=== sseg_page_scheduler ===
sseg_page_scheduler, congestion heat map:
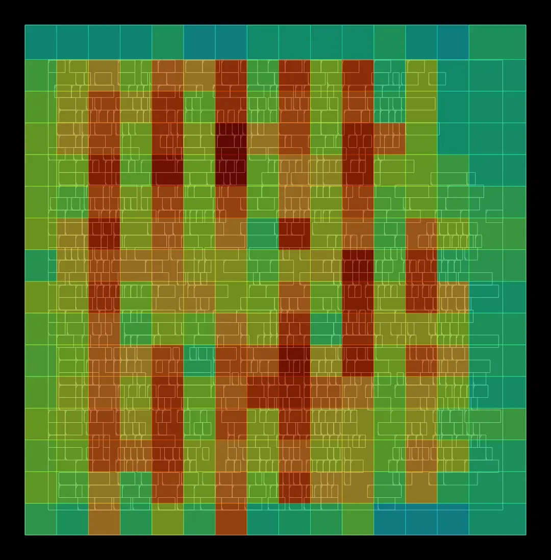

--- src/rtl/sseg_page_scheduler.sv ---
// sseg_page_scheduler
// Picks which 32-bit source word is shown on the 8-digit seven-segment display.
// Rotates round-robin over the valid sources on a dwell timer. Also supports a
// manual next-page advance, a rotation hold, and a pin override that locks the
// display to one source. All outputs are registered.
module sseg_page_scheduler #(
    parameter int  NUM_SRC      = 4,
    parameter int  DWELL_CYCLES = 100_000_000,
    localparam int SW           = $clog2(NUM_SRC),
    localparam int CW           = $clog2(DWELL_CYCLES)
) (
    input  logic                   CLK,
    input  logic                   RST,
    input  logic [32*NUM_SRC-1:0]  SRC_VALUE,
    input  logic [NUM_SRC-1:0]     SRC_VALID,
    input  logic                   NEXT_PAGE,
    input  logic                   HOLD,
    input  logic                   PIN_REQ,
    input  logic [SW-1:0]          PIN_SEL,
    output logic [31:0]            VALUE,
    output logic [SW-1:0]          PAGE,
    output logic                   PAGE_VALID,
    output logic                   PAGE_TICK
);

    localparam logic [1:0] ST_IDLE   = 2'd0;
    localparam logic [1:0] ST_SHOW   = 2'd1;
    localparam logic [1:0] ST_PINNED = 2'd2;

    logic [1:0]    state;
    logic [1:0]    nxt_state;
    logic [SW-1:0] nxt_page;
    logic [CW-1:0] cnt;
    logic [CW-1:0] nxt_cnt;
    logic          pin_ok;
    logic          any_valid;
    logic          dwell_end;
    logic [31:0]   src_word [NUM_SRC];

    // First valid index strictly after cur, wrapping; cur itself is the last candidate.
    function automatic logic [SW-1:0] next_valid(input logic [SW-1:0] cur,
                                                 input logic [NUM_SRC-1:0] vld);
        logic [SW-1:0] res;
        int            idx;
        res = cur;
        for (int k = NUM_SRC - 1; k >= 1; k--) begin
            idx = (int'(cur) + k) % NUM_SRC;
            if (vld[SW'(idx)]) res = SW'(idx);
        end
        return res;
    endfunction

    // Lowest-index valid source (0 when none is valid).
    function automatic logic [SW-1:0] lowest_valid(input logic [NUM_SRC-1:0] vld);
        logic [SW-1:0] res;
        res = '0;
        for (int k = NUM_SRC - 1; k >= 0; k--) begin
            if (vld[SW'(k)]) res = SW'(k);
        end
        return res;
    endfunction

    for (genvar i = 0; i < NUM_SRC; i++) begin : g_src
        assign src_word[i] = SRC_VALUE[32*i +: 32];
    end

    assign any_valid = |SRC_VALID;
    assign pin_ok    = PIN_REQ && (int'(PIN_SEL) < NUM_SRC) && SRC_VALID[PIN_SEL];
    assign dwell_end = (cnt == CW'(DWELL_CYCLES - 1));

    // Next state, page and dwell count from the current mode and inputs.
    always_comb begin
        nxt_state = state;
        nxt_page  = PAGE;
        nxt_cnt   = cnt;
        case (state)
            ST_IDLE: begin
                nxt_cnt = '0;
                if (pin_ok) begin
                    nxt_state = ST_PINNED;
                    nxt_page  = PIN_SEL;
                end else if (any_valid) begin
                    nxt_state = ST_SHOW;
                    nxt_page  = lowest_valid(SRC_VALID);
                end
            end
            ST_SHOW: begin
                if (pin_ok) begin
                    nxt_state = ST_PINNED;
                    nxt_page  = PIN_SEL;
                    nxt_cnt   = '0;
                end else if (!any_valid) begin
                    nxt_state = ST_IDLE;
                    nxt_cnt   = '0;
                end else if ((dwell_end && !HOLD) || NEXT_PAGE || !SRC_VALID[PAGE]) begin
                    // Expiry and a manual pulse together still yield a single step.
                    nxt_page = next_valid(PAGE, SRC_VALID);
                    nxt_cnt  = '0;
                end else if (!HOLD) begin
                    nxt_cnt = cnt + 1'b1;
                end
            end
            ST_PINNED: begin
                nxt_cnt = '0;
                if (pin_ok) begin
                    nxt_page = PIN_SEL;
                end else if (!any_valid) begin
                    nxt_state = ST_IDLE;
                end else begin
                    nxt_state = ST_SHOW;
                    if (!SRC_VALID[PAGE]) nxt_page = next_valid(PAGE, SRC_VALID);
                end
            end
            default: begin
                nxt_state = ST_IDLE;
                nxt_cnt   = '0;
            end
        endcase
    end

    // Register mode, counter and all display outputs; VALUE follows the next page.
    always_ff @(posedge CLK) begin
        if (RST) begin
            state      <= ST_IDLE;
            cnt        <= '0;
            PAGE       <= '0;
            VALUE      <= '0;
            PAGE_VALID <= 1'b0;
            PAGE_TICK  <= 1'b0;
        end else begin
            state      <= nxt_state;
            cnt        <= nxt_cnt;
            PAGE       <= nxt_page;
            VALUE      <= (nxt_state == ST_IDLE) ? 32'd0 : src_word[nxt_page];
            PAGE_VALID <= (nxt_state != ST_IDLE) && SRC_VALID[nxt_page];
            PAGE_TICK  <= (nxt_state != ST_IDLE) &&
                          ((state == ST_IDLE) || (nxt_page != PAGE));
        end
    end

endmodule

--- config.mk ---
export PLATFORM = sky130hd
export DESIGN_NAME = sseg_page_scheduler
export DESIGN_NICKNAME = d
export VERILOG_FILES = /design/src/rtl/sseg_page_scheduler.sv
export SDC_FILE = /design/constraint.sdc
export NUM_CORES = 1
export LEC_CHECK = 0
export ABC_AREA = 1
export CAP_MARGIN = 20
export CORE_AREA = 5 5 104 106
export DETAILED_ROUTE_END_ITERATION = 8
export DIE_AREA = 0 0 109 111
export PLACE_DENSITY_LB_ADDON = 0.15
export SYNTH_ARGS = -nofsm -noshare
export SYNTH_HDL_FRONTEND = slang
export SYNTH_SLANG_ARGS = --single-unit
--- constraint.sdc ---
create_clock -name CLK -period 2.3 [get_ports CLK]
set_input_delay 0.23 -clock CLK [delete_from_list [all_inputs] [get_ports CLK]]
set_output_delay 0.23 -clock CLK [all_outputs]
set_load 0.005 [all_outputs]
=== commit_unit_flat ===
$ cat config.mk
export PLATFORM = sky130hd
export DESIGN_NAME = commit_unit_flat
export DESIGN_NICKNAME = d
export VERILOG_FILES = /design/src/rtl/commit_unit_if.sv /design/src/rtl/commit_unit.sv /design/src/flat_wrapper.sv
export SDC_FILE = /design/constraint.sdc
export NUM_CORES = 1
export LEC_CHECK = 0
export CAP_MARGIN = 20
export CORE_UTILIZATION = 40
export DETAILED_ROUTE_END_ITERATION = 7
export MAX_ROUTING_LAYER = met4
export PLACE_DENSITY = 0.87
export SKIP_CTS_REPAIR_TIMING = 1
export SKIP_LAST_GASP = 1
export SYNTH_ARGS = -nofsm -noshare
export SYNTH_HDL_FRONTEND = slang
export SYNTH_SLANG_ARGS = --single-unit
export TNS_END_PERCENT = 20
$ cat constraint.sdc
create_clock -name clk -period 5.8 [get_ports clk]
set_clock_uncertainty 0.2 [all_clocks]
set_input_delay 1.16 -clock clk [delete_from_list [all_inputs] [get_ports clk]]
set_output_delay 1.16 -clock clk [all_outputs]
set_load 0.01 [all_outputs]
$ cat src/rtl/commit_unit_if.sv
`default_nettype none
// ============================================================================
//  Module   : commit_unit_if
//  Purpose  : ROB-head inputs and retirement outputs of the commit stage.
//  Revision : 1.0  initial release
// ============================================================================
interface commit_unit_if #(
    parameter int DATA_WIDTH = 16,
    parameter int TAG_WIDTH  = 3
);
    logic                  rob_valid;
    logic                  rob_empty;
    logic [3:0]            rob_inst;
    logic [2:0]            rob_dest;
    logic [DATA_WIDTH-1:0] rob_value;
    logic                  rob_predict;
    logic [DATA_WIDTH-1:0] rob_orig_pc;
    logic [3:0]            rob_bht;
    logic [TAG_WIDTH-1:0]  rob_head_tag;
    logic                  rob_re;
    logic                  rf_we;
    logic [2:0]            rf_dest;
    logic [DATA_WIDTH-1:0] rf_data;
    logic [TAG_WIDTH-1:0]  rf_tag;
    logic                  store_commit;
    logic                  bht_we;
    logic [DATA_WIDTH-1:0] bht_pc;
    logic [3:0]            bht_hist;
    logic                  bht_taken;
    logic                  flush;
    logic [DATA_WIDTH-1:0] redirect_pc;
    logic [15:0]           stat_commits;
    logic [15:0]           stat_mispred;

    // ROB / environment side
    modport master (
        output rob_valid, rob_empty, rob_inst, rob_dest, rob_value,
               rob_predict, rob_orig_pc, rob_bht, rob_head_tag,
        input  rob_re, rf_we, rf_dest, rf_data, rf_tag, store_commit,
               bht_we, bht_pc, bht_hist, bht_taken, flush, redirect_pc,
               stat_commits, stat_mispred
    );

    // commit unit side
    modport slave (
        input  rob_valid, rob_empty, rob_inst, rob_dest, rob_value,
               rob_predict, rob_orig_pc, rob_bht, rob_head_tag,
        output rob_re, rf_we, rf_dest, rf_data, rf_tag, store_commit,
               bht_we, bht_pc, bht_hist, bht_taken, flush, redirect_pc,
               stat_commits, stat_mispred
    );
endinterface
`default_nettype wire

$ cat src/rtl/commit_unit.sv
`default_nettype none
// ============================================================================
//  Module   : commit_unit
//  Purpose  : In-order retirement from the ROB head: RF writeback, BHT
//             training and mispredict flush/redirect. Optional retire and
//             mispredict counters are built when COMMIT_STATS_EN is defined.
//  Revision : 1.0  initial release
// ============================================================================
module commit_unit #(
    parameter int DATA_WIDTH   = 16,
    parameter int TAG_WIDTH    = 3,
    parameter int FLUSH_CYCLES = 2
) (
    input  wire logic      clk,
    input  wire logic      reset,
    commit_unit_if.slave   bus
);
    localparam int         c_cnt_w    = $clog2(FLUSH_CYCLES + 1);
    localparam logic [0:0] c_st_run   = 1'b0;
    localparam logic [0:0] c_st_stall = 1'b1;
    localparam logic [3:0] c_op_br    = 4'b0000;
    localparam logic [3:0] c_op_stb   = 4'b0011;
    localparam logic [3:0] c_op_stw   = 4'b0111;
    localparam logic [3:0] c_op_sti   = 4'b1011;
    localparam logic [3:0] c_op_jmp   = 4'b1100;

    logic [0:0]            r_state;
    logic [c_cnt_w-1:0]    r_stall_cnt;
    logic                  r_rf_we;
    logic [2:0]            r_rf_dest;
    logic [DATA_WIDTH-1:0] r_rf_data;
    logic [TAG_WIDTH-1:0]  r_rf_tag;
    logic                  r_store_commit;
    logic                  r_bht_we;
    logic [DATA_WIDTH-1:0] r_bht_pc;
    logic [3:0]            r_bht_hist;
    logic                  r_bht_taken;
    logic                  r_flush;
    logic [DATA_WIDTH-1:0] r_redirect_pc;

    logic w_retire;
    logic w_is_br;
    logic w_is_store;
    logic w_writes_rf;
    logic w_taken;
    logic w_mispredict;

    // Reset gates the pop so a ready head is never consumed while held in reset
    assign w_retire     = !reset && (r_state == c_st_run) && !bus.rob_empty && bus.rob_valid;
    assign w_is_br      = (bus.rob_inst == c_op_br);
    assign w_is_store   = (bus.rob_inst == c_op_stb) || (bus.rob_inst == c_op_stw) ||
                          (bus.rob_inst == c_op_sti);
    assign w_writes_rf  = !(w_is_br || w_is_store || (bus.rob_inst == c_op_jmp));
    assign w_taken      = (bus.rob_value != (bus.rob_orig_pc + DATA_WIDTH'(2)));
    assign w_mispredict = w_is_br && (w_taken != bus.rob_predict);

    assign bus.rob_re       = w_retire;
    assign bus.rf_we        = r_rf_we;
    assign bus.rf_dest      = r_rf_dest;
    assign bus.rf_data      = r_rf_data;
    assign bus.rf_tag       = r_rf_tag;
    assign bus.store_commit = r_store_commit;
    assign bus.bht_we       = r_bht_we;
    assign bus.bht_pc       = r_bht_pc;
    assign bus.bht_hist     = r_bht_hist;
    assign bus.bht_taken    = r_bht_taken;
    assign bus.flush        = r_flush;
    assign bus.redirect_pc  = r_redirect_pc;

    always_ff @(posedge clk) begin
        if (reset) begin
            r_state        <= c_st_run;
            r_stall_cnt    <= '0;
            r_rf_we        <= 1'b0;
            r_rf_dest      <= '0;
            r_rf_data      <= '0;
            r_rf_tag       <= '0;
            r_store_commit <= 1'b0;
            r_bht_we       <= 1'b0;
            r_bht_pc       <= '0;
            r_bht_hist     <= '0;
            r_bht_taken    <= 1'b0;
            r_flush        <= 1'b0;
            r_redirect_pc  <= '0;
        end else begin
            // Every registered output is a one-cycle echo of this cycle's retire
            r_rf_we        <= 1'b0;
            r_rf_dest      <= '0;
            r_rf_data      <= '0;
            r_rf_tag       <= '0;
            r_store_commit <= 1'b0;
            r_bht_we       <= 1'b0;
            r_bht_pc       <= '0;
            r_bht_hist     <= '0;
            r_bht_taken    <= 1'b0;
            r_flush        <= 1'b0;
            r_redirect_pc  <= '0;
            case (r_state)
                c_st_run: begin
                    if (w_retire) begin
                        if (w_writes_rf) begin
                            r_rf_we   <= 1'b1;
                            r_rf_dest <= bus.rob_dest;
                            r_rf_data <= bus.rob_value;
                            r_rf_tag  <= bus.rob_head_tag;
                        end
                        r_store_commit <= w_is_store;
                        if (w_is_br) begin
                            r_bht_we    <= 1'b1;
                            r_bht_pc    <= bus.rob_orig_pc;
                            r_bht_hist  <= bus.rob_bht;
                            r_bht_taken <= w_taken;
                        end
                        if (w_mispredict) begin
                            r_flush       <= 1'b1;
                            r_redirect_pc <= bus.rob_value;
                            r_state       <= c_st_stall;
                            r_stall_cnt   <= c_cnt_w'(FLUSH_CYCLES);
                        end
                    end
                end
                c_st_stall: begin
                    // Stall spans FLUSH_CYCLES cycles, the flush pulse cycle included
                    if (r_stall_cnt <= c_cnt_w'(1)) begin
                        r_stall_cnt <= '0;
                        r_state     <= c_st_run;
                    end else begin
                        r_stall_cnt <= r_stall_cnt - c_cnt_w'(1);
                    end
                end
                default: begin
                    r_state     <= c_st_run;
                    r_stall_cnt <= '0;
                end
            endcase
        end
    end

`ifdef COMMIT_STATS_EN
    logic [15:0] r_stat_commits;
    logic [15:0] r_stat_mispred;

    always_ff @(posedge clk) begin
        if (reset) begin
            r_stat_commits <= '0;
            r_stat_mispred <= '0;
        end else begin
            if (w_retire && (r_stat_commits != 16'hFFFF)) begin
                r_stat_commits <= r_stat_commits + 16'd1;
            end
            if (w_retire && w_mispredict && (r_stat_mispred != 16'hFFFF)) begin
                r_stat_mispred <= r_stat_mispred + 16'd1;
            end
        end
    end

    assign bus.stat_commits = r_stat_commits;
    assign bus.stat_mispred = r_stat_mispred;
`else
    assign bus.stat_commits = '0;
    assign bus.stat_mispred = '0;
`endif

endmodule
`default_nettype wire

$ cat src/flat_wrapper.sv
// flat-port wrapper written by rule: the top's interface ports become plain ports
module commit_unit_flat 
#(
    parameter int DATA_WIDTH   = 16,
    parameter int TAG_WIDTH    = 3,
    parameter int FLUSH_CYCLES = 2
)
  (clk, reset, bus_rob_valid, bus_rob_empty, bus_rob_inst, bus_rob_dest, bus_rob_value, bus_rob_predict, bus_rob_orig_pc, bus_rob_bht, bus_rob_head_tag, bus_rob_re, bus_rf_we, bus_rf_dest, bus_rf_data, bus_rf_tag, bus_store_commit, bus_bht_we, bus_bht_pc, bus_bht_hist, bus_bht_taken, bus_flush, bus_redirect_pc, bus_stat_commits, bus_stat_mispred);
  commit_unit_if #(.DATA_WIDTH(DATA_WIDTH), .TAG_WIDTH(TAG_WIDTH)) bus_i ();
  input  wire logic clk;
  input  wire logic reset;
  input wire logic [$bits(bus_i.rob_valid)-1:0] bus_rob_valid;
  input wire logic [$bits(bus_i.rob_empty)-1:0] bus_rob_empty;
  input wire logic [$bits(bus_i.rob_inst)-1:0] bus_rob_inst;
  input wire logic [$bits(bus_i.rob_dest)-1:0] bus_rob_dest;
  input wire logic [$bits(bus_i.rob_value)-1:0] bus_rob_value;
  input wire logic [$bits(bus_i.rob_predict)-1:0] bus_rob_predict;
  input wire logic [$bits(bus_i.rob_orig_pc)-1:0] bus_rob_orig_pc;
  input wire logic [$bits(bus_i.rob_bht)-1:0] bus_rob_bht;
  input wire logic [$bits(bus_i.rob_head_tag)-1:0] bus_rob_head_tag;
  output wire logic [$bits(bus_i.rob_re)-1:0] bus_rob_re;
  output wire logic [$bits(bus_i.rf_we)-1:0] bus_rf_we;
  output wire logic [$bits(bus_i.rf_dest)-1:0] bus_rf_dest;
  output wire logic [$bits(bus_i.rf_data)-1:0] bus_rf_data;
  output wire logic [$bits(bus_i.rf_tag)-1:0] bus_rf_tag;
  output wire logic [$bits(bus_i.store_commit)-1:0] bus_store_commit;
  output wire logic [$bits(bus_i.bht_we)-1:0] bus_bht_we;
  output wire logic [$bits(bus_i.bht_pc)-1:0] bus_bht_pc;
  output wire logic [$bits(bus_i.bht_hist)-1:0] bus_bht_hist;
  output wire logic [$bits(bus_i.bht_taken)-1:0] bus_bht_taken;
  output wire logic [$bits(bus_i.flush)-1:0] bus_flush;
  output wire logic [$bits(bus_i.redirect_pc)-1:0] bus_redirect_pc;
  output wire logic [$bits(bus_i.stat_commits)-1:0] bus_stat_commits;
  output wire logic [$bits(bus_i.stat_mispred)-1:0] bus_stat_mispred;
  assign bus_i.rob_valid = bus_rob_valid;
  assign bus_i.rob_empty = bus_rob_empty;
  assign bus_i.rob_inst = bus_rob_inst;
  assign bus_i.rob_dest = bus_rob_dest;
  assign bus_i.rob_value = bus_rob_value;
  assign bus_i.rob_predict = bus_rob_predict;
  assign bus_i.rob_orig_pc = bus_rob_orig_pc;
  assign bus_i.rob_bht = bus_rob_bht;
  assign bus_i.rob_head_tag = bus_rob_head_tag;
  assign bus_rob_re = bus_i.rob_re;
  assign bus_rf_we = bus_i.rf_we;
  assign bus_rf_dest = bus_i.rf_dest;
  assign bus_rf_data = bus_i.rf_data;
  assign bus_rf_tag = bus_i.rf_tag;
  assign bus_store_commit = bus_i.store_commit;
  assign bus_bht_we = bus_i.bht_we;
  assign bus_bht_pc = bus_i.bht_pc;
  assign bus_bht_hist = bus_i.bht_hist;
  assign bus_bht_taken = bus_i.bht_taken;
  assign bus_flush = bus_i.flush;
  assign bus_redirect_pc = bus_i.redirect_pc;
  assign bus_stat_commits = bus_i.stat_commits;
  assign bus_stat_mispred = bus_i.stat_mispred;
  commit_unit #(.DATA_WIDTH(DATA_WIDTH), .TAG_WIDTH(TAG_WIDTH), .FLUSH_CYCLES(FLUSH_CYCLES)) u_core (.clk(clk), .reset(reset), .bus(bus_i));
endmodule
=== shift_add_ctrl ===
**config.mk**
```make
export PLATFORM = sky130hd
export DESIGN_NAME = shift_add_ctrl
export DESIGN_NICKNAME = d
export VERILOG_FILES = /design/src/rtl/mult_pkg.sv /design/src/rtl/shift_add_ctrl_counter.sv /design/src/rtl/shift_add_ctrl.sv
export SDC_FILE = /design/constraint.sdc
export NUM_CORES = 1
export LEC_CHECK = 0
export ABC_AREA = 1
export CELL_PAD_IN_SITES_DETAIL_PLACEMENT = 1
export CELL_PAD_IN_SITES_GLOBAL_PLACEMENT = 1
export CORE_ASPECT_RATIO = 0.5
export CORE_MARGIN = 2
export CORE_UTILIZATION = 41
export CTS_BUF_LIST = sky130_fd_sc_hd__clkbuf_4
export CTS_CLUSTER_SIZE = 12
export DETAILED_ROUTE_END_ITERATION = 8
export GPL_TIMING_DRIVEN = 0
export PLACE_DENSITY_LB_ADDON = 0.1
export SYNTH_ARGS = -nofsm -noshare
export SYNTH_HDL_FRONTEND = slang
export SYNTH_SLANG_ARGS = --single-unit
```
**constraint.sdc**
```tcl
create_clock -name clk -period 3.7 [get_ports clk]
set_input_delay 0.555 -clock clk [delete_from_list [all_inputs] [get_ports clk]]
set_output_delay 0.555 -clock clk [all_outputs]
set_load 0.1 [all_outputs]
```
**src/rtl/mult_pkg.sv**
```systemverilog
// Shared types and helpers for the shift-add multiplier.
// Holds the controller state encoding and the counter width helper.
package mult_pkg;

    typedef enum logic [2:0] {
        IDLE  = 3'd0,
        LOAD  = 3'd1,
        CHECK = 3'd2,
        ADD   = 3'd3,
        SHIFT = 3'd4,
        DONE  = 3'd5
    } mult_state_t;

    // Bits needed to hold the values 0 .. v-1.
    function automatic int width_for(input int v);
        int r;
        r = 1;
        for (int i = 1; i < 32; i++) begin
            if ((1 << i) < v) begin
                r = i + 1;
            end
        end
        return r;
    endfunction

endpackage

```
**src/rtl/shift_add_ctrl_counter.sv**
```systemverilog
// Loadable up/down counter used as the multiplier iteration counter.
// Ports: clk, rst (async, active-high), load/data_in, en/up_down, data_out.
module shift_add_ctrl_counter #(
    parameter int N = 4
) (
    input  logic         clk,
    input  logic         rst,
    input  logic         load,
    input  logic         en,
    input  logic         up_down,
    input  logic [N-1:0] data_in,
    output logic [N-1:0] data_out
);

    always_ff @(posedge clk or posedge rst) begin
        if (rst) begin
            data_out <= '0;
        end else if (load) begin
            data_out <= data_in;
        end else if (en) begin
            if (up_down) begin
                data_out <= data_out + 1'b1;
            end else begin
                data_out <= data_out - 1'b1;
            end
        end
    end

endmodule

```
**src/rtl/shift_add_ctrl.sv**
```systemverilog
// Control FSM for the shift-add multiplier: load, per-bit add, shift, done.
// Ports: clk, rst, start, q0, abort (MULT_CTRL_ABORT_EN only),
//   load_regs, add_en, shift_en, busy, done, iter (remaining iterations).
module shift_add_ctrl
    import mult_pkg::*;
#(
    parameter  int N  = 8,
    localparam int CW = width_for(N + 1)
) (
    input  logic          clk,
    input  logic          rst,
    input  logic          start,
    input  logic          q0,
`ifdef MULT_CTRL_ABORT_EN
    input  logic          abort,
`endif
    output logic          load_regs,
    output logic          add_en,
    output logic          shift_en,
    output logic          busy,
    output logic          done,
    output logic [CW-1:0] iter
);

    mult_state_t state;
    mult_state_t state_n;
    logic        abort_hit;
    logic        cnt_load;
    logic [CW-1:0] cnt_din;

`ifdef MULT_CTRL_ABORT_EN
    // IDLE has nothing to cancel and DONE has already committed the pulse.
    assign abort_hit = abort && (state != IDLE) && (state != DONE);
`else
    assign abort_hit = 1'b0;
`endif

    always_ff @(posedge clk or posedge rst) begin
        if (rst) begin
            state <= IDLE;
        end else begin
            state <= state_n;
        end
    end

    always_comb begin
        state_n   = state;
        load_regs = 1'b0;
        add_en    = 1'b0;
        shift_en  = 1'b0;
        busy      = 1'b1;
        done      = 1'b0;
        unique case (state)
            IDLE: begin
                busy = 1'b0;
                if (start) state_n = LOAD;
            end
            LOAD: begin
                load_regs = 1'b1;
                state_n   = CHECK;
            end
            CHECK: begin
                state_n = q0 ? ADD : SHIFT;
            end
            ADD: begin
                add_en  = 1'b1;
                state_n = SHIFT;
            end
            SHIFT: begin
                shift_en = 1'b1;
                state_n  = (iter == CW'(1)) ? DONE : CHECK;
            end
            DONE: begin
                done    = 1'b1;
                state_n = IDLE;
            end
            default: begin
                state_n = IDLE;
            end
        endcase
        if (abort_hit) state_n = IDLE;
    end

    // Abort reuses the counter load path to clear the count.
    assign cnt_load = load_regs || abort_hit;
    assign cnt_din  = abort_hit ? '0 : CW'(N);

    shift_add_ctrl_counter #(
        .N(CW)
    ) u_cnt (
        .clk     (clk),
        .rst     (rst),
        .load    (cnt_load),
        .en      (shift_en),
        .up_down (1'b0),
        .data_in (cnt_din),
        .data_out(iter)
    );

endmodule

```
=== rst_req_seq ===
==> config.mk <==
export PLATFORM = sky130hd
export DESIGN_NAME = rst_req_seq
export DESIGN_NICKNAME = d
export VERILOG_FILES = /design/src/rtl/rst_req_seq.sv
export SDC_FILE = /design/constraint.sdc
export NUM_CORES = 1
export LEC_CHECK = 0
export ABC_AREA = 1
export ABC_CLOCK_PERIOD_IN_PS = 2900
export CORE_MARGIN = 4
export CORE_UTILIZATION = 54
export CTS_BUF_LIST = sky130_fd_sc_hd__clkbuf_16
export CTS_CLUSTER_SIZE = 8
export DETAILED_ROUTE_END_ITERATION = 16
export PLACE_DENSITY_LB_ADDON = 0.1
export SYNTH_ARGS = -nofsm -noshare
export SYNTH_HDL_FRONTEND = slang
export SYNTH_SLANG_ARGS = --single-unit
==> constraint.sdc <==
create_clock -name ref_clk_i -period 2.9 [get_ports ref_clk_i]
set_input_delay 0.29 -clock ref_clk_i [delete_from_list [all_inputs] [get_ports ref_clk_i]]
set_output_delay 0.29 -clock ref_clk_i [all_outputs]
set_load 0.02 [all_outputs]
==> src/rtl/rst_req_seq.sv <==
// rtl/rst_req_seq.sv - reset-request sequencer: per-domain hold, then staggered release
// A request is held for HOLD_CYCLES, then its domains are released one at a time, lowest index first.
module rst_req_seq #(
    parameter int NUM_DOM     = 4,
    parameter int HOLD_CYCLES = 16,
    parameter int GAP_CYCLES  = 8
) (
    input  logic               ref_clk_i,
    input  logic               srst_i,
    input  logic               req_valid_i,
    output logic               req_ready_o,
    input  logic [NUM_DOM-1:0] req_mask_i,
    output logic [NUM_DOM-1:0] arst_req_o,
    output logic               busy_o,
    output logic               done_o
);

    localparam int MAX_CYC = (HOLD_CYCLES > GAP_CYCLES) ? HOLD_CYCLES : GAP_CYCLES;
    localparam int CW      = $clog2(MAX_CYC + 1);
    localparam logic [CW-1:0] HOLD_LAST = CW'(HOLD_CYCLES - 1);
    localparam logic [CW-1:0] GAP_LAST  = CW'(GAP_CYCLES - 1);

    if (NUM_DOM < 1 || HOLD_CYCLES < 1 || GAP_CYCLES < 1) begin : g_bad_param
        $fatal(1, "rst_req_seq: NUM_DOM, HOLD_CYCLES and GAP_CYCLES must all be >= 1");
    end

    typedef enum logic [1:0] {
        S_IDLE,
        S_HOLD,
        S_GAP,
        S_DONE
    } state_t;

    state_t             state_q, state_d;
    logic [CW-1:0]      cnt_q, cnt_d;
    logic [NUM_DOM-1:0] pend_q, pend_d;
    logic               from_req_q, from_req_d;
    logic [NUM_DOM-1:0] pend_rel;
    logic               ready_q, busy_q, done_q;

    // Clearing the lowest set bit releases the next domain in ascending order.
    assign pend_rel = pend_q & (pend_q - NUM_DOM'(1));

    always_comb begin
        state_d    = state_q;
        cnt_d      = cnt_q;
        pend_d     = pend_q;
        from_req_d = from_req_q;
        case (state_q)
            S_IDLE: begin
                if (req_valid_i) begin
                    from_req_d = 1'b1;
                    cnt_d      = '0;
                    if (|req_mask_i) begin
                        pend_d  = req_mask_i;
                        state_d = S_HOLD;
                    end else begin
                        state_d = S_DONE;
                    end
                end
            end
            S_HOLD, S_GAP: begin
                if (pend_q == '0) begin
                    // Request sequences spend one cycle after the final fall before reporting done.
                    state_d = S_DONE;
                end else if (cnt_q == ((state_q == S_HOLD) ? HOLD_LAST : GAP_LAST)) begin
                    pend_d  = pend_rel;
                    cnt_d   = '0;
                    state_d = (pend_rel == '0 && !from_req_q) ? S_DONE : S_GAP;
                end else begin
                    cnt_d = cnt_q + CW'(1);
                end
            end
            S_DONE: begin
                state_d    = S_IDLE;
                from_req_d = 1'b0;
            end
            default: state_d = S_IDLE;
        endcase
    end

    always_ff @(posedge ref_clk_i) begin
        if (srst_i) begin
            state_q    <= S_HOLD;
            cnt_q      <= '0;
            pend_q     <= '1;
            from_req_q <= 1'b0;
            ready_q    <= 1'b0;
            busy_q     <= 1'b1;
            done_q     <= 1'b0;
        end else begin
            state_q    <= state_d;
            cnt_q      <= cnt_d;
            pend_q     <= pend_d;
            from_req_q <= from_req_d;
            ready_q    <= (state_d == S_IDLE);
            busy_q     <= (state_d != S_IDLE);
            done_q     <= (state_d == S_DONE) && from_req_d;
        end
    end

    assign arst_req_o  = pend_q;
    assign req_ready_o = ready_q;
    assign busy_o      = busy_q;
    assign done_o      = done_q;

endmodule

shift_add_ctrl, congestion heat map:
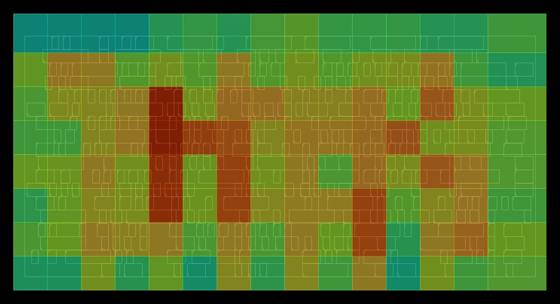
Util after Layout: 55.1%
met3 Track Usage GR: 4.68%
Total GRT Usage: 24.4%
most used routing layer: met2

shift_add_ctrl, clock wires, drivers and flops:
Scale: 6 px per um.
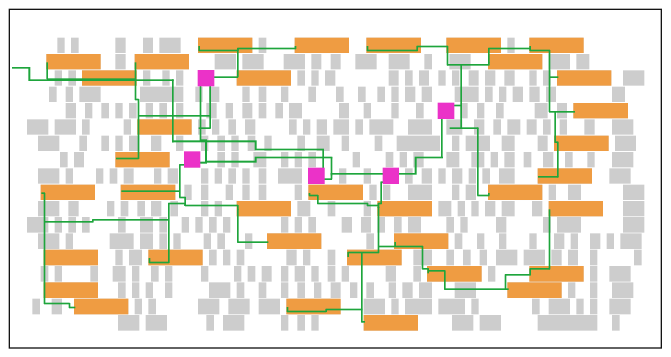
legend:
  green:
    item: clock wires
    length: 541 um
  magenta:
    item: cells driving clock nets
    count: 5
  orange:
    item: flip-flops
    count: 35
flops lie: spread over the die
Clock Skews: 0.0116 ns
Worst-Skew Late Latency: 0.34 ns

==> out/results.ini, shift_add_ctrl <==
[grt]
overflow = 0
antenna_found_initial = 0
grt_pass1_vias = 2328

[route]
drt_iter0_markers = 110
ant_nets = 0

[run_status]
status = finished clean

[worst_setup_path]
cp.required_ns = 3.14
endpoint = shift_en

[floorplanning]
ios = 41
die_h_um = 56.2

[yosys]
ys_seq_share_pct = 39.2
adder_share_pct = 1.12

[clocking]
post_cts_resized = 0
post_cts_buffers = 0

[final_timing]
fmax_mhz = 314
maxSlewHeadroom_pct = 34.4

[layout]
diodes = 0
sh_comb_area_pct = 41.1
inverters = 48
clkbuf_count = 6
dominant_cells = multi-input combinational cells
layout_top_cell = nand2_1

[worst_hold_path]
worstHoldPathCells = 1

-- shift_add_ctrl: worst register-to-register path, delay by kind of cell (launching register included) --
kind,cells,cell delay [ns]
compound gates,1,0.11
simple gates,5,1.03
flops,1,0.46
-- shift_add_ctrl: metal layers --
metal | vias up | wire (um)
met5 | - | 0
met4 | 0 | 24
met3 | 4 | 259
met2 | 35 | 3160
met1 | 1123 | 3460
li1 | 1123 | -
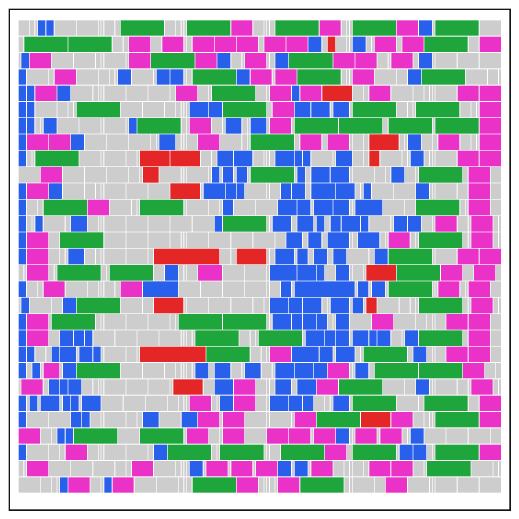
commit_unit_flat: placed cells, one colour a class
Scale: 6 px per um. Fill, decap, tap and diode cells in grey.
legend:
  green:
    class: flip-flops
    cells: 66
  magenta:
    class: other buffers and delay cells
    cells: 116
  red:
    class: clock drivers and dummy loads
    cells: 16
  blue:
    class: all other logic
    cells: 184
Util after Layout: 62.2%
Seq area share: 33.5%
Design Area, Final: 3950 um2

==> out/results.ini, commit_unit_flat <==
[clocking]
htreeDepth = 3
cts.path.max_buffers = 2

[worst_hold_path]
worstHoldPathCells = 2
whs_endpoint = u_core.r_state$_SDFF_PP0_

[yosys]
top_cell = dfxtp_1
ff_type = dfxtp_1

[worst_setup_path]
crit_path_start_kind = input port
crit_path_frequent_cell = clkdlybuf4s50_1

[final_timing]
fmax_mhz = 237
hold_violations = 0
setup_slack_ns = 1.58

[layout]
n_fill_cell = 527

[flow_run]
cap_violations = 0

[run_status]
status = finished clean

==> commit_unit_flat: layout make-up <==
class / count / area (um2) / area share (%)
timing repair buffer: 116 / 1160 / 29.4
multi-input combinational: 179 / 1130 / 28.7
clock buffer: 11 / 141 / 3.58
sequential: 66 / 1320 / 33.5
tap: 77 / 96.3 / 2.44
clock inverter: 5 / 77.6 / 1.97
inverter: 5 / 18.8 / 0.475
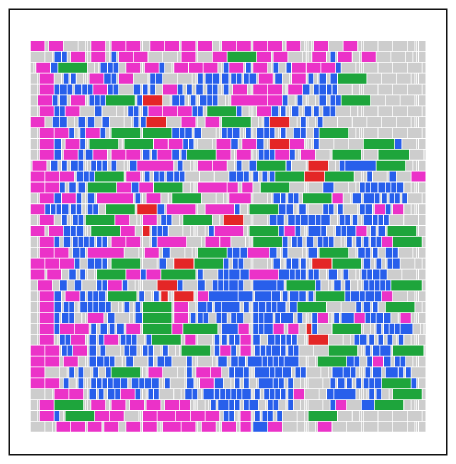
sseg_page_scheduler: placed cells, one colour a class
Scale: 4 px per um. Fill, decap, tap and diode cells in grey.
legend:
  red:
    class: clock drivers and dummy loads
    cells: 16
  blue:
    class: all other logic
    cells: 590
  green:
    class: flip-flops
    cells: 65
  magenta:
    class: other buffers and delay cells
    cells: 216
Util after Layout: 67.5%
core area: 9680 um2
Seq area share: 20.1%
Design Area, Final: 6540 um2
Rows: 36

## Picture notes: 'congestion heat map' of sseg_page_scheduler
Avg WL per Cell: 14.0 um
Total GRT Usage: 22.6%
met3 Track Usage GR: 7.05%
most used routing layer: met2
M2 GR Usage: 38.9%

==> out/results.ini, sseg_page_scheduler <==
[grt]
grt_pass1_wl_um = 22400
grt_util_met1_pct = 26.3

[route]
drc = 0
ant_nets = 0
vias = 5093

[clocking]
clkLatencyLatePin_ns = 0.34

[placed_design]
dpl_worst_slack_ns = -0.193
port-buffer-count = 174
dp_hpwl_um = 10800

[final_timing]
tightest_slew_ns = 0.539
finalClockPeriodUsage_pct = 94.1

[yosys]
adder_share_pct = 0.309
synth_chip_area_um2 = 4050
syn_inst = 690
topCellsByArea = dfxtp_1 (32%), nand2_1 (21%), nand3_1 (15%), nor2_1 (10%), inv_1 (4.8%)

[layout]
most-common-layout-cells = nand2_1 (224), clkdlybuf4s50_1 (172), nand3_1 (114)
final_cell_count_no_fill = 1020
bufAreaShareNonClock_pct = 34.0
nets = 1022

[run_status]
status = finished clean

[worst_setup_path]
cp-startpoint = PAGE[0]$_SDFF_PP0_
path_cells = buf_4 > nand2_2 > nand3_2 > nand2_1 > inv_1 > nor2_2 > nand2_2 > nand2_1 > a21oi_2 > nand2_1 > nand2_2 > nand2_4 > nand2_8 > clkbuf_16 > nand2_1 > nand2_1 > nor2_1 > nor2_1

## sseg_page_scheduler: critical path, delay by kind of cell, from the launching register on
kind | cells | cell delay, ns
compound gates | 1 | 0.05
simple gates | 14 | 1.22
buf+inv | 3 | 0.41
flops | 1 | 0.37
## sseg_page_scheduler: registers in the layout, indices dropped and copies added (netlist names)
name        flops
PAGE_TICK       1
cnt            27
state           2
VALUE          32
PAGE            2
PAGE_VALID      1
rst_req_seq, placed cells, one colour a class:
Scale: 10 px per um. Fill, decap, tap and diode cells in grey.
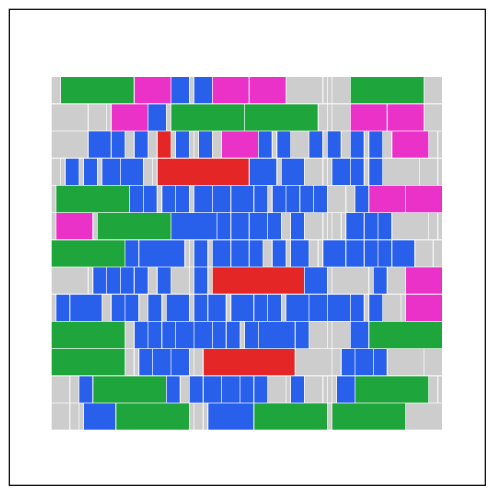
legend:
  blue:
    class: all other logic
    cells: 110
  red:
    class: clock drivers and dummy loads
    cells: 4
  green:
    class: flip-flops
    cells: 15
  magenta:
    class: other buffers and delay cells
    cells: 13
Util after Layout: 75.7%
Seq area share: 28.7%

==> out/results.ini, rst_req_seq <==
[run_status]
status = finished clean

[layout]
layout_top_cell = nand2_1
diodes = 0

[floorplanning]
ios = 14

[flow_run]
warnings = 27
cap_violations = 0

[clocking]
hold_buffers = 0
htreeDepth = 1
post_cts_buffers = 0
cts.path.max_buffers = 2

[grt]
grt_use_total_pct = 20.5

[worst_setup_path]
crit_arrival_ns = 2.26
cp-startpoint = state_q[0]$_SDFF_PP1_
crit_fanout = 11

[yosys]
syn_inst = 127
topCellsByArea = dfxtp_1 (36%), nand2_1 (13%), nor2_1 (8.5%), inv_1 (7.1%), nand3_1 (6.0%)
numSynthFlops = 15
synth_nets = 137
ys_sh_aoi_pct = 9.23
top_cells_by_count = nand2_1 (29), nor2_1 (19), inv_1 (16), dfxtp_1 (15), nand3_1 (10)

[final_timing]
fmax_mhz = 467

[placed_design]
gp_congestion = 0.888
dp_hpwl_um = 1400

[route]
drt-total-wl_um = 1890

==> rst_req_seq: layout make-up <==
class / count / area, um2
multi-input cells: 91 / 447
inverters: 19 / 71.3
fillers: 107 / 337
well taps: 15 / 18.8
flip-flops and latches: 15 / 300
clock buffers: 3 / 75.1
repair buffers: 13 / 130
clock inverters: 1 / 3.75
==> rst_req_seq: tightest hold or removal path: stages, from the launching register on <==
cell and delay, ns:
dfxtp_1 0.33, nand2_1 0.07, nand3_1 0.05

==> notes/layouts.md <==
Pictures saved along the way, in no particular order.

Power grid.
Plate I
Scale: 3 px per um. Pins as bars on the die edge.
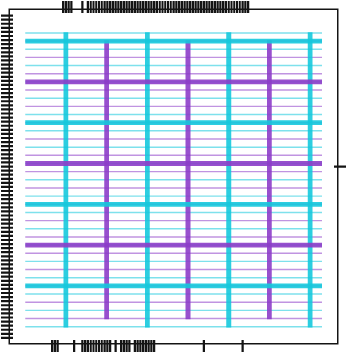
Plate II
Scale: 4 px per um. Pins as bars on the die edge.
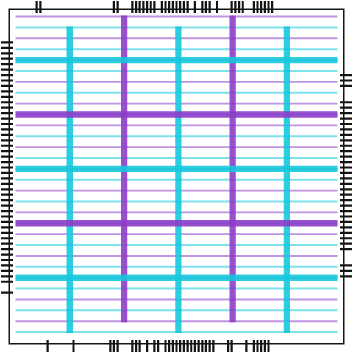
Plate III
Scale: 4 px per um. Pins as bars on the die edge.
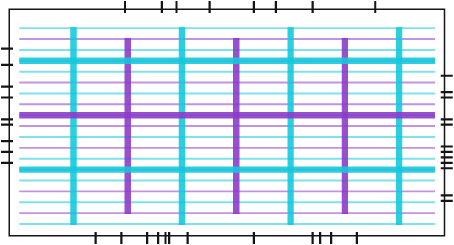
Plate IV
Scale: 8 px per um. Pins as bars on the die edge.
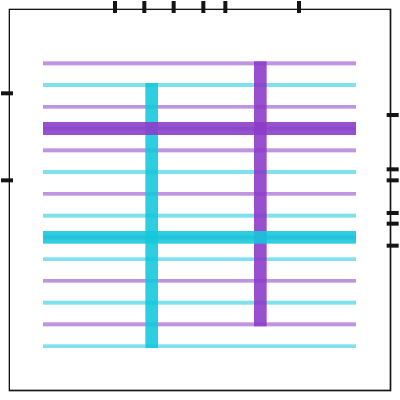
For rst_req_seq, see Plate IV.
For shift_add_ctrl, see Plate III.
For sseg_page_scheduler, see Plate I.
For commit_unit_flat, see Plate II.
- fewest pins: Plate IV



==> screenshots <==
Clock wires, drivers and flops.
picture 1
Scale: 12 px per um.
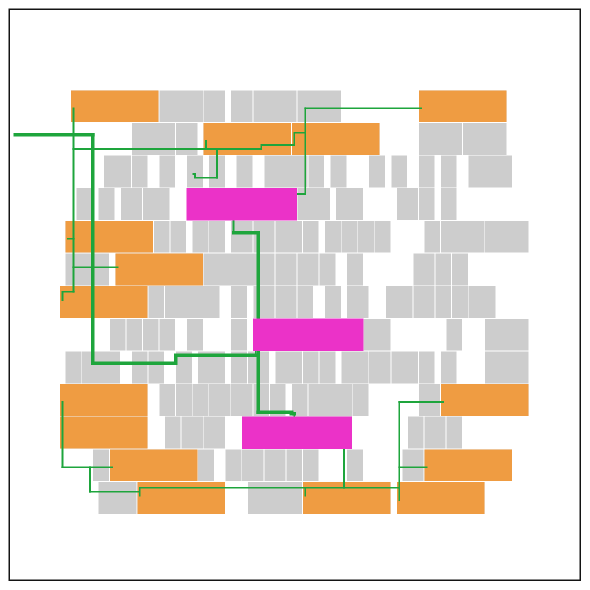
picture 2
Scale: 6 px per um.
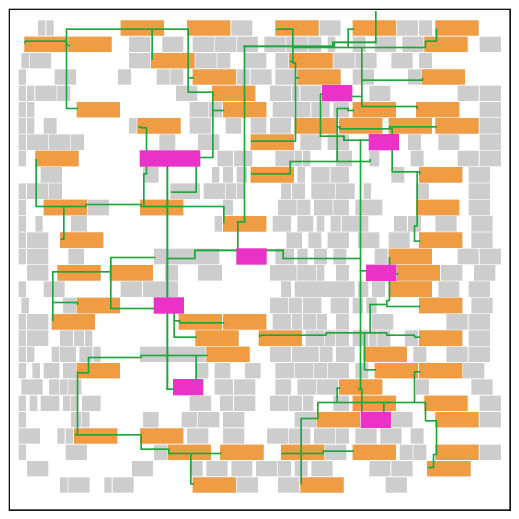
picture 3
Scale: 4 px per um.
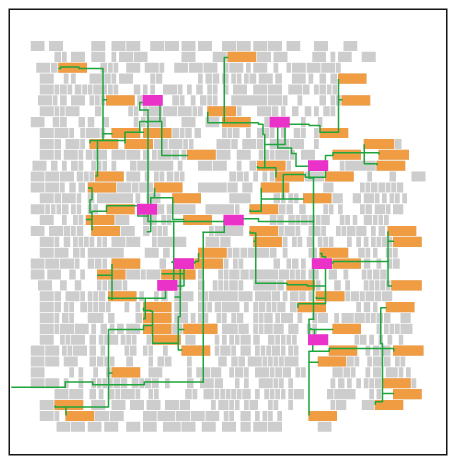
Picture 3 comes from sseg_page_scheduler.
Picture 2 comes from commit_unit_flat.
Picture 1 comes from rst_req_seq.
The one with the fewest sequential cells is picture 1.
The one with the largest die is picture 3.


## Gallery

Sequential cells grouped by signal name.
shot_01.png
Scale: 6 px per um. Other cells in grey.
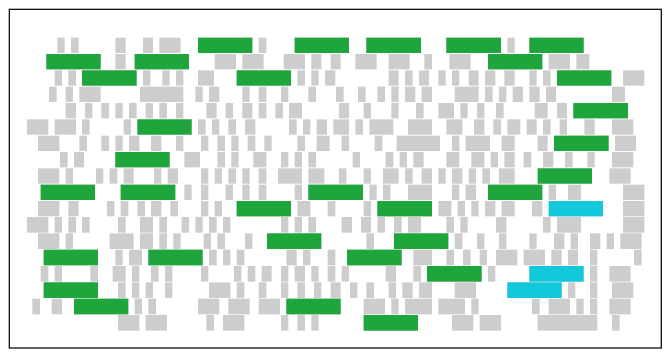
shot_02.png
Scale: 6 px per um. Other sequential cells in the stronger grey, the rest of the logic in the fainter grey.
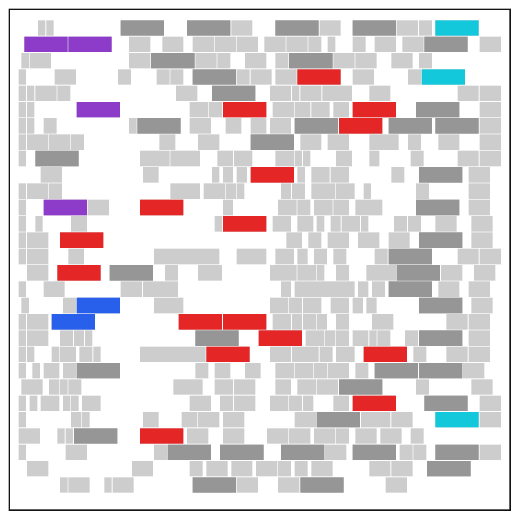
shot_03.png
Scale: 10 px per um. Other sequential cells in the stronger grey, the rest of the logic in the fainter grey.
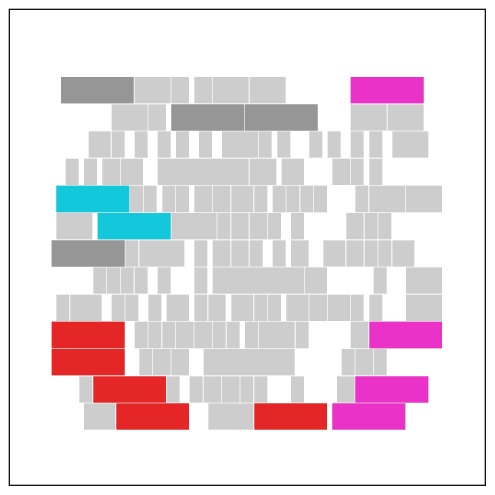
shot_04.png
Scale: 4 px per um. Other sequential cells in the stronger grey, the rest of the logic in the fainter grey.
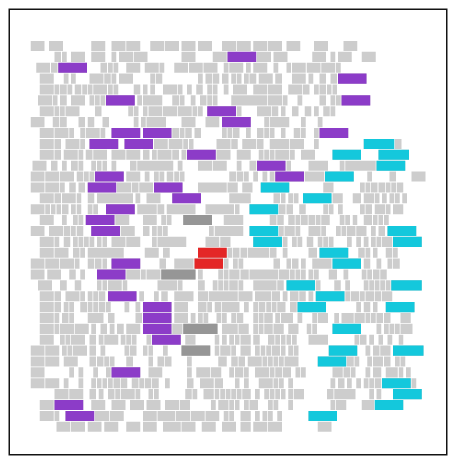
Of these, fewest sequential cells: shot_03.png
Of these, largest die: shot_04.png
shot_03.png is rst_req_seq.
shot_01.png is shift_add_ctrl.
shot_02.png is commit_unit_flat.
shot_04.png is sseg_page_scheduler.

